==================== toggle_cover_arbiter
### src/rtl/toggle_cover_arbiter.sv
// Serialises toggle-cover hit pulses into one valid/ready stream of cover indices.
// Per-point pending bits feed a round-robin grant into a small output FIFO.
module toggle_cover_arbiter #(
  parameter int NUM_REQ    = 8,
  parameter int BASE_INDEX = 0,
  parameter int IDX_W      = 14,
  parameter int FIFO_DEPTH = 4,
  parameter int DEDUP      = 1
) (
  input  logic               clock,
  input  logic               reset,
  input  logic [NUM_REQ-1:0] hit,
  input  logic               clear_reported,
  output logic               out_valid,
  input  logic               out_ready,
  output logic [IDX_W-1:0]   out_index,
  output logic [31:0]        drop_count,
  output logic [31:0]        report_count
);
  localparam int PTR_W = $clog2(NUM_REQ);
  localparam int AW    = $clog2(FIFO_DEPTH);
  localparam int CW    = AW + 1;

`ifndef SYNTHESIS
  if (longint'(BASE_INDEX) + longint'(NUM_REQ) - 1 >= (longint'(1) << IDX_W)) begin : g_idx_check
    $error("toggle_cover_arbiter: BASE_INDEX+NUM_REQ-1 does not fit in IDX_W bits");
  end
`endif

  logic [NUM_REQ-1:0] pending_reg, pending_next;
  logic [NUM_REQ-1:0] reported_reg, reported_next;
  logic [NUM_REQ-1:0] grant_onehot, blocked;
  logic [PTR_W-1:0]   rr_ptr_reg, rr_ptr_next, grant_id;
  logic               grant_valid;
  logic [IDX_W-1:0]   fifo_mem [FIFO_DEPTH];
  logic [AW-1:0]      wr_ptr_reg, rd_ptr_reg;
  logic [CW-1:0]      count_reg;
  logic               push, pop;
  logic [31:0]        drop_inc;

  function automatic logic [31:0] sat_add(input logic [31:0] a, input logic [31:0] b);
    logic [32:0] s;
    s = {1'b0, a} + {1'b0, b};
    return s[32] ? 32'hFFFF_FFFF : s[31:0];
  endfunction

  // Walk offsets from high to low so the smallest offset from rr_ptr wins.
  always_comb begin
    int idx;
    idx         = 0;
    grant_valid = 1'b0;
    grant_id    = '0;
    if (count_reg < CW'(FIFO_DEPTH)) begin
      for (int k = NUM_REQ - 1; k >= 0; k--) begin
        idx = int'(rr_ptr_reg) + k;
        if (idx >= NUM_REQ) idx = idx - NUM_REQ;
        if (pending_reg[PTR_W'(idx)]) begin
          grant_valid = 1'b1;
          grant_id    = PTR_W'(idx);
        end
      end
    end
  end

  // Grant is applied first: a hit on the granted point is a new event unless deduplicating.
  for (genvar gi = 0; gi < NUM_REQ; gi++) begin : g_point
    assign grant_onehot[gi]  = grant_valid && (grant_id == PTR_W'(gi));
    assign blocked[gi]       = hit[gi] && ((pending_reg[gi] && !grant_onehot[gi]) ||
                               ((DEDUP != 0) && (reported_reg[gi] || grant_onehot[gi])));
    assign pending_next[gi]  = (hit[gi] && !blocked[gi]) || (pending_reg[gi] && !grant_onehot[gi]);
    assign reported_next[gi] = ((DEDUP == 0) || clear_reported) ? 1'b0
                               : (reported_reg[gi] || grant_onehot[gi]);
  end

  always_comb begin
    drop_inc = '0;
    for (int i = 0; i < NUM_REQ; i++) begin
      drop_inc = drop_inc + 32'(blocked[i]);
    end
  end

  always_comb begin
    rr_ptr_next = rr_ptr_reg;
    if (grant_valid) begin
      rr_ptr_next = (grant_id == PTR_W'(NUM_REQ - 1)) ? '0 : grant_id + PTR_W'(1);
    end
  end

  assign push      = grant_valid;
  assign pop       = out_valid && out_ready;
  assign out_valid = (count_reg != '0);
  assign out_index = out_valid ? fifo_mem[rd_ptr_reg] : '0;

  always_ff @(posedge clock) begin
    if (push) begin
      fifo_mem[wr_ptr_reg] <= IDX_W'(BASE_INDEX) + IDX_W'(grant_id);
    end
  end

  always_ff @(posedge clock) begin
    if (reset) begin
      pending_reg  <= '0;
      reported_reg <= '0;
      rr_ptr_reg   <= '0;
      wr_ptr_reg   <= '0;
      rd_ptr_reg   <= '0;
      count_reg    <= '0;
      drop_count   <= '0;
      report_count <= '0;
    end else begin
      pending_reg  <= pending_next;
      reported_reg <= reported_next;
      rr_ptr_reg   <= rr_ptr_next;
      if (push) wr_ptr_reg <= wr_ptr_reg + AW'(1);
      if (pop)  rd_ptr_reg <= rd_ptr_reg + AW'(1);
      case ({push, pop})
        2'b10:   count_reg <= count_reg + CW'(1);
        2'b01:   count_reg <= count_reg - CW'(1);
        default: count_reg <= count_reg;
      endcase
      drop_count   <= sat_add(drop_count, drop_inc);
      report_count <= sat_add(report_count, {31'd0, pop});
    end
  end
endmodule

### config.mk
export PLATFORM = sky130hd
export DESIGN_NAME = toggle_cover_arbiter
export DESIGN_NICKNAME = d
export VERILOG_FILES = /design/src/rtl/toggle_cover_arbiter.sv
export SDC_FILE = /design/constraint.sdc
export NUM_CORES = 1
export LEC_CHECK = 0
export CAP_MARGIN = 10
export CORE_MARGIN = 4
export CORE_UTILIZATION = 58
export DETAILED_ROUTE_END_ITERATION = 16
export PLACE_DENSITY = 0.84
export REMOVE_ABC_BUFFERS = 1
export SYNTH_ARGS = -nofsm -noshare
export SYNTH_HDL_FRONTEND = slang
export SYNTH_SLANG_ARGS = --single-unit
### constraint.sdc
create_clock -name clock -period 13.8 [get_ports clock]
set_input_delay 4.14 -clock clock [delete_from_list [all_inputs] [get_ports clock]]
set_output_delay 4.14 -clock clock [all_outputs]
set_load 0.01 [all_outputs]
==================== writeback_stage
<file path="config.mk">
export PLATFORM = sky130hd
export DESIGN_NAME = writeback_stage
export DESIGN_NICKNAME = d
export VERILOG_FILES = /design/src/rtl/writeback_stage.sv
export SDC_FILE = /design/constraint.sdc
export NUM_CORES = 1
export LEC_CHECK = 0
export CAP_MARGIN = 20
export CORE_ASPECT_RATIO = 1.25
export CORE_MARGIN = 10
export CORE_UTILIZATION = 43
export CTS_BUF_LIST = sky130_fd_sc_hd__clkbuf_4
export DETAILED_ROUTE_END_ITERATION = 12
export PLACE_DENSITY = 0.78
export SYNTH_ARGS = -nofsm -noshare
export SYNTH_HDL_FRONTEND = slang
export SYNTH_SLANG_ARGS = --single-unit
</file>
<file path="constraint.sdc">
create_clock -name clk -period 1.7 [get_ports clk]
set_input_delay 0.34 -clock clk [delete_from_list [all_inputs] [get_ports clk]]
set_output_delay 0.34 -clock clk [all_outputs]
set_load 0.03 [all_outputs]
</file>
<file path="src/rtl/writeback_stage.sv">
// Writeback stage: retires ALU results directly and loads after a memory
// handshake, driving one-cycle strobes into the general or label register file.
module writeback_stage #(
  parameter int MEM_TIMEOUT = 15
) (
  input  logic       clk,
  input  logic       rst_n,
  input  logic       in_valid,
  output logic       in_ready,
  input  logic [2:0] in_rd,
  input  logic [7:0] in_data,
  input  logic [7:0] in_addr,
  input  logic       in_is_load,
  input  logic       in_is_label,
  input  logic       in_wb_en,
  output logic       mem_req,
  output logic [7:0] mem_addr,
  input  logic       mem_ack,
  input  logic [7:0] mem_rdata,
  output logic [2:0] rd,
  output logic [7:0] write_data,
  output logic       reg_write,
  output logic       label_write,
  output logic       bad_rd,
  output logic       mem_err
);

  typedef enum logic [1:0] {
    IDLE     = 2'd0,
    MEM_WAIT = 2'd1,
    WRITE    = 2'd2
  } state_t;

  localparam logic [7:0] TIMEOUT_LAST = 8'(MEM_TIMEOUT - 1);

  state_t     state_r;
  logic [7:0] cnt_r;
  logic [2:0] pend_rd_r;
  logic       pend_label_r;
  logic       pend_wb_r;

  logic       accept_s;
  logic       wr_go_s;
  logic       wr_wb_s;
  logic       wr_label_s;
  logic [2:0] wr_rd_s;
  logic [7:0] wr_data_s;

  // Indices 6 and 7 are not backed by storage in either register file.
  function automatic logic rd_is_bad(input logic [2:0] idx);
    return idx[2] & idx[1];
  endfunction

  assign in_ready = rst_n && (state_r != MEM_WAIT);
  assign accept_s = in_valid && in_ready;

  // Select the retiring op: a completed load in MEM_WAIT, otherwise an accepted ALU op.
  always_comb begin
    wr_go_s    = 1'b0;
    wr_wb_s    = 1'b0;
    wr_label_s = 1'b0;
    wr_rd_s    = 3'd0;
    wr_data_s  = 8'd0;
    if (state_r == MEM_WAIT) begin
      wr_go_s    = mem_ack;
      wr_wb_s    = pend_wb_r;
      wr_label_s = pend_label_r;
      wr_rd_s    = pend_rd_r;
      wr_data_s  = mem_rdata;
    end else begin
      wr_go_s    = accept_s && !in_is_load;
      wr_wb_s    = in_wb_en;
      wr_label_s = in_is_label;
      wr_rd_s    = in_rd;
      wr_data_s  = in_data;
    end
  end

  // Stage FSM, memory handshake, timeout counter and registered write port.
  always_ff @(posedge clk or negedge rst_n) begin
    if (!rst_n) begin
      state_r      <= IDLE;
      cnt_r        <= 8'd0;
      pend_rd_r    <= 3'd0;
      pend_label_r <= 1'b0;
      pend_wb_r    <= 1'b0;
      mem_req      <= 1'b0;
      mem_addr     <= 8'd0;
      rd           <= 3'd0;
      write_data   <= 8'd0;
      reg_write    <= 1'b0;
      label_write  <= 1'b0;
      bad_rd       <= 1'b0;
      mem_err      <= 1'b0;
    end else begin
      reg_write   <= 1'b0;
      label_write <= 1'b0;

      if (wr_go_s && wr_wb_s) begin
        if (rd_is_bad(wr_rd_s)) begin
          bad_rd <= 1'b1;
        end else begin
          rd          <= wr_rd_s;
          write_data  <= wr_data_s;
          reg_write   <= !wr_label_s;
          label_write <= wr_label_s;
        end
      end

      case (state_r)
        IDLE, WRITE: begin
          if (accept_s && in_is_load) begin
            state_r      <= MEM_WAIT;
            mem_req      <= 1'b1;
            mem_addr     <= in_addr;
            cnt_r        <= 8'd0;
            pend_rd_r    <= in_rd;
            pend_label_r <= in_is_label;
            pend_wb_r    <= in_wb_en;
          end else if (accept_s) begin
            state_r <= WRITE;
          end else begin
            state_r <= IDLE;
          end
        end
        MEM_WAIT: begin
          // An ack in the final wait cycle takes priority over the timeout.
          if (mem_ack) begin
            mem_req <= 1'b0;
            state_r <= WRITE;
          end else if (cnt_r == TIMEOUT_LAST) begin
            mem_req <= 1'b0;
            mem_err <= 1'b1;
            state_r <= IDLE;
          end else begin
            cnt_r <= cnt_r + 8'd1;
          end
        end
        default: begin
          state_r <= IDLE;
          mem_req <= 1'b0;
        end
      endcase
    end
  end

endmodule

</file>

## Gallery

Sizing map.
image #1
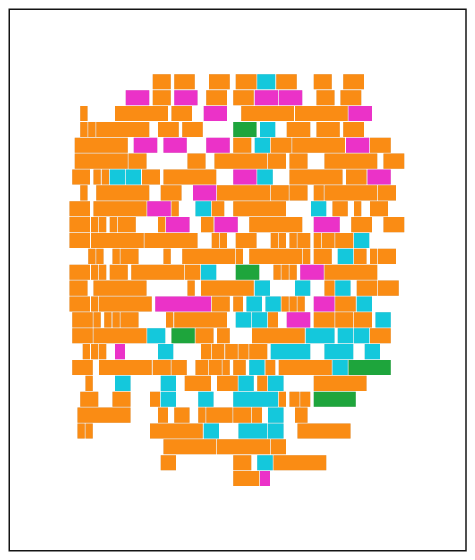
image #2
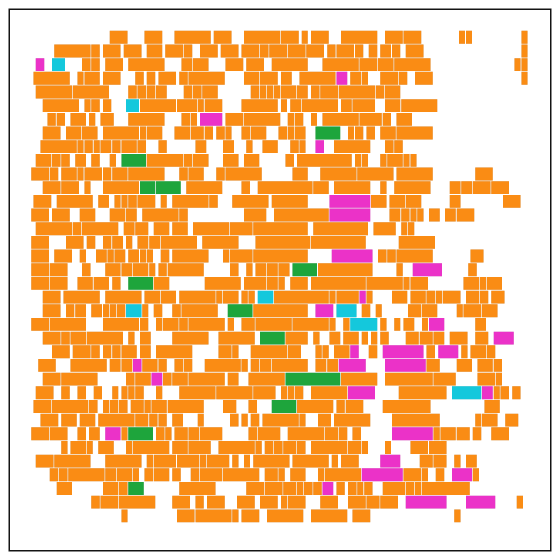
Image #2 is toggle_cover_arbiter.
Image #1 is writeback_stage.
Of these, most cells: image #2

**toggle_cover_arbiter: signal wires on met2**

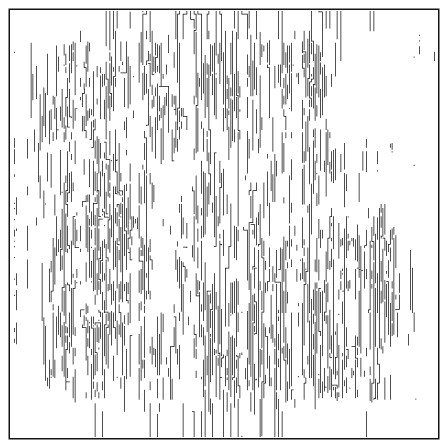
- share of all routed wire: 50%
- main direction: vertical
- longest straight run: 35.4 um
- nets with wire on the layer: 629

==> run_summary.xml, toggle_cover_arbiter <==
<?xml version="1.0" encoding="UTF-8"?>
<metrics>
  <group name="detailed_routing">
    <metric name="route.detailed.wl_per_inst" unit="um">15.9</metric>
  </group>
  <group name="critical_path">
    <metric name="path_delay_family" unit="">adder cells</metric>
    <metric name="path_class" unit="">input pin to flip-flop</metric>
    <metric name="worst_reg2reg_path_endpoint" unit="">drop_count[4]$_SDFF_PP0_</metric>
    <metric name="path_buffers" unit="">4</metric>
  </group>
  <group name="job">
    <metric name="log.warning_count" unit="">31</metric>
  </group>
  <group name="cells_and_area">
    <metric name="nets" unit="">718</metric>
    <metric name="syn2layout_area_growth" unit="%">17.4</metric>
    <metric name="layout.filler_cells" unit="">756</metric>
    <metric name="antenna_fix_cells" unit="">0</metric>
  </group>
  <group name="floorplan">
    <metric name="floorplan.die.width" unit="um">107</metric>
    <metric name="floorplan.die_area" unit="um2">11500</metric>
    <metric name="floorplanUtilization" unit="%">59.2</metric>
  </group>
  <group name="synth">
    <metric name="postSynthAreaPerCell" unit="um2">9.32</metric>
    <metric name="ys_top_cells_by_area" unit="">sky130_fd_sc_hd__dfxtp_1, sky130_fd_sc_hd__a21oi_1, sky130_fd_sc_hd__edfxtp_1</metric>
    <metric name="synth-compound-area-share" unit="%">15.6</metric>
    <metric name="mux_area_share" unit="%">8.12</metric>
    <metric name="yosys.stat.chipArea" unit="um2">5730</metric>
  </group>
  <group name="clock_tree">
    <metric name="worstSkewPairLatency" unit="ns">0.37</metric>
    <metric name="cts-hold-fix-buffers" unit="">0</metric>
  </group>
  <group name="grt">
    <metric name="grt.overflow.total" unit="">0</metric>
  </group>
  <group name="final_timing">
    <metric name="hold-worst-slack" unit="ns">0.475</metric>
  </group>
  <group name="outcome">
    <metric name="outcome" unit="">completed</metric>
  </group>
  <group name="worst_hold_path">
    <metric name="worst_hold_startpoint" unit="">reported_reg[2]$_SDFF_PP0_</metric>
  </group>
</metrics>
toggle_cover_arbiter: power breakdown:
part | internal (uW) | switching, uW | total (uW)
clock network | 85.5 | 105 | 191
logic | 362 | 478 | 841
registers | 390 | 60.3 | 450
total | 837 | 644 | 1480
toggle_cover_arbiter: area by class of cell:
class	instances	area [um2]	share of cell area [%]
multi-input cells	447	3220	47.8
repair buffers	81	798	11.9
clock inverters	7	77.6	1.15
inverters	38	144	2.14
clock buffers	9	124	1.84
flip-flops and latches	104	2200	32.7
well taps	133	166	2.47
toggle_cover_arbiter: worst min-delay path, stage by stage (launching register included):
cell and delay, ns:
sky130_fd_sc_hd__dfxtp_1 0.32, sky130_fd_sc_hd__inv_1 0.06, sky130_fd_sc_hd__a21oi_1 0.06
toggle_cover_arbiter: synth_stat cells (all sizes together) (13+ instances only):
cell type	instances
nor3	13
buf	17
o21ai	14
xor2	40
nor2	40
ha	19
xnor2	19
nand3	25
and2	14
dfxtp	92
clkbuf	19
nand2	38
inv	37
a21oi	81
mux4	13
**writeback_stage: gate families picked out**

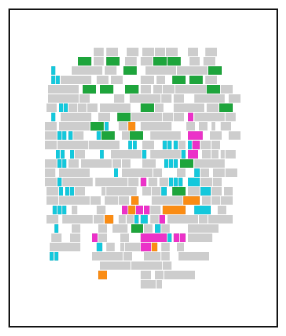
- cyan: NAND gates (cells 52)
- orange: NOR gates (cells 8)
- magenta: inverting AOI/OAI gates (cells 14)
- green: multiplexers (cells 21)

==> run_summary.xml, writeback_stage <==
<?xml version="1.0" encoding="UTF-8"?>
<metrics>
  <group name="detailed_routing">
    <metric name="post-route-drc-count" unit="">0</metric>
    <metric name="route.detailed.wl_per_inst" unit="um">15.1</metric>
    <metric name="totalWireLength" unit="um">4770</metric>
  </group>
  <group name="critical_path">
    <metric name="endpoint" unit="">cnt_r[3]$_DFFE_PN0P_</metric>
    <metric name="crit_required" unit="ns">1.94</metric>
  </group>
  <group name="final_timing">
    <metric name="setup_violations" unit="">8</metric>
    <metric name="hold-worst-slack" unit="ns">0.175</metric>
    <metric name="setup_slack" unit="ns">-0.182</metric>
    <metric name="period_utilization_post_route" unit="%">111</metric>
  </group>
  <group name="synth">
    <metric name="yosys.stat.chipArea" unit="um2">1810</metric>
    <metric name="ys_types" unit="">37</metric>
    <metric name="postSynthAreaPerCell" unit="um2">10.8</metric>
    <metric name="synth.cell_area" unit="um2">1810</metric>
  </group>
  <group name="clock_tree">
    <metric name="cts.clk_slew.worst_paths" unit="ns">0.12</metric>
    <metric name="cts-hold-fix-buffers" unit="">1</metric>
  </group>
  <group name="outcome">
    <metric name="outcome" unit="">finished with violations</metric>
    <metric name="violations" unit="">negative setup slack</metric>
  </group>
  <group name="place">
    <metric name="place.port_buffers" unit="">58</metric>
  </group>
  <group name="job">
    <metric name="log.warning_count" unit="">30</metric>
  </group>
</metrics>
writeback_stage: critical path, delay by kind of cell, from the launching register on:
kind	cells	cell delay, ns
buffers and inverters	3	0.33
and+or+nand+nor	2	0.51
AOI/OAI and AO/OA	2	0.41
DFF	1	0.40
adders and majority gates	1	0.13
writeback_stage: layout make-up:
type	count	area (um2)
clock inverter	2	12.5
clock buffer	6	45.0
multi-input combinational	117	821
tap	56	70.1
timing repair buffer	91	832
inverter	4	15.0
fill	319	1290
sequential	39	977
writeback_stage: state kept, by name (all words and copies together), names as in the netlist:
| name | cells |
|---|---|
| cnt_r | 8 |
| mem_addr | 8 |
| write_data | 8 |
| pend_rd_r | 3 |
| rd | 3 |
| state_r | 2 |
| bad_rd | 1 |
| label_write | 1 |
| mem_err | 1 |
| mem_req | 1 |
| pend_label_r | 1 |
| pend_wb_r | 1 |
| reg_write | 1 |
writeback_stage: where the power goes:
part	total (uW)	switching, uW	internal [uW]
sequential	1230	105	1130
clock	476	301	175
combinational	1060	598	461
writeback_stage: routing by layer:
layer  wire length, um  GRT usage (%)  up-vias
met1              1910           15.3      743
met5                 0              0        -
li1                  -              -      760
met4                94           7.04        0
met2              2540           24.9       38
met3               226           3.68        7


==> screenshots <==
The clock network.
(a)
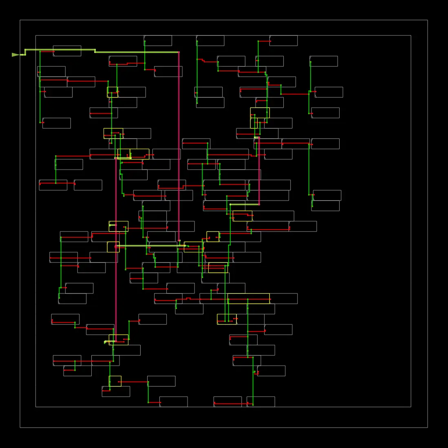
(b)
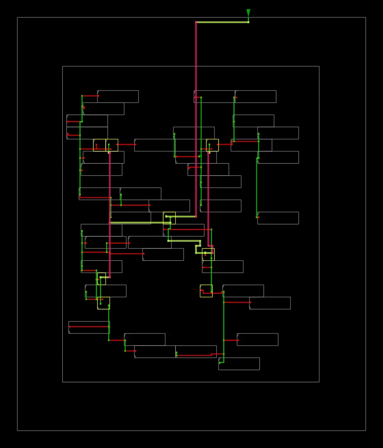
| picture | from |
|---|---|
| (a) | toggle_cover_arbiter |
| (b) | writeback_stage |
- most clock buffers: (a)
- most sequential cells: (a)

Power figures rest on the tool's default switching activity, not on a simulated workload.
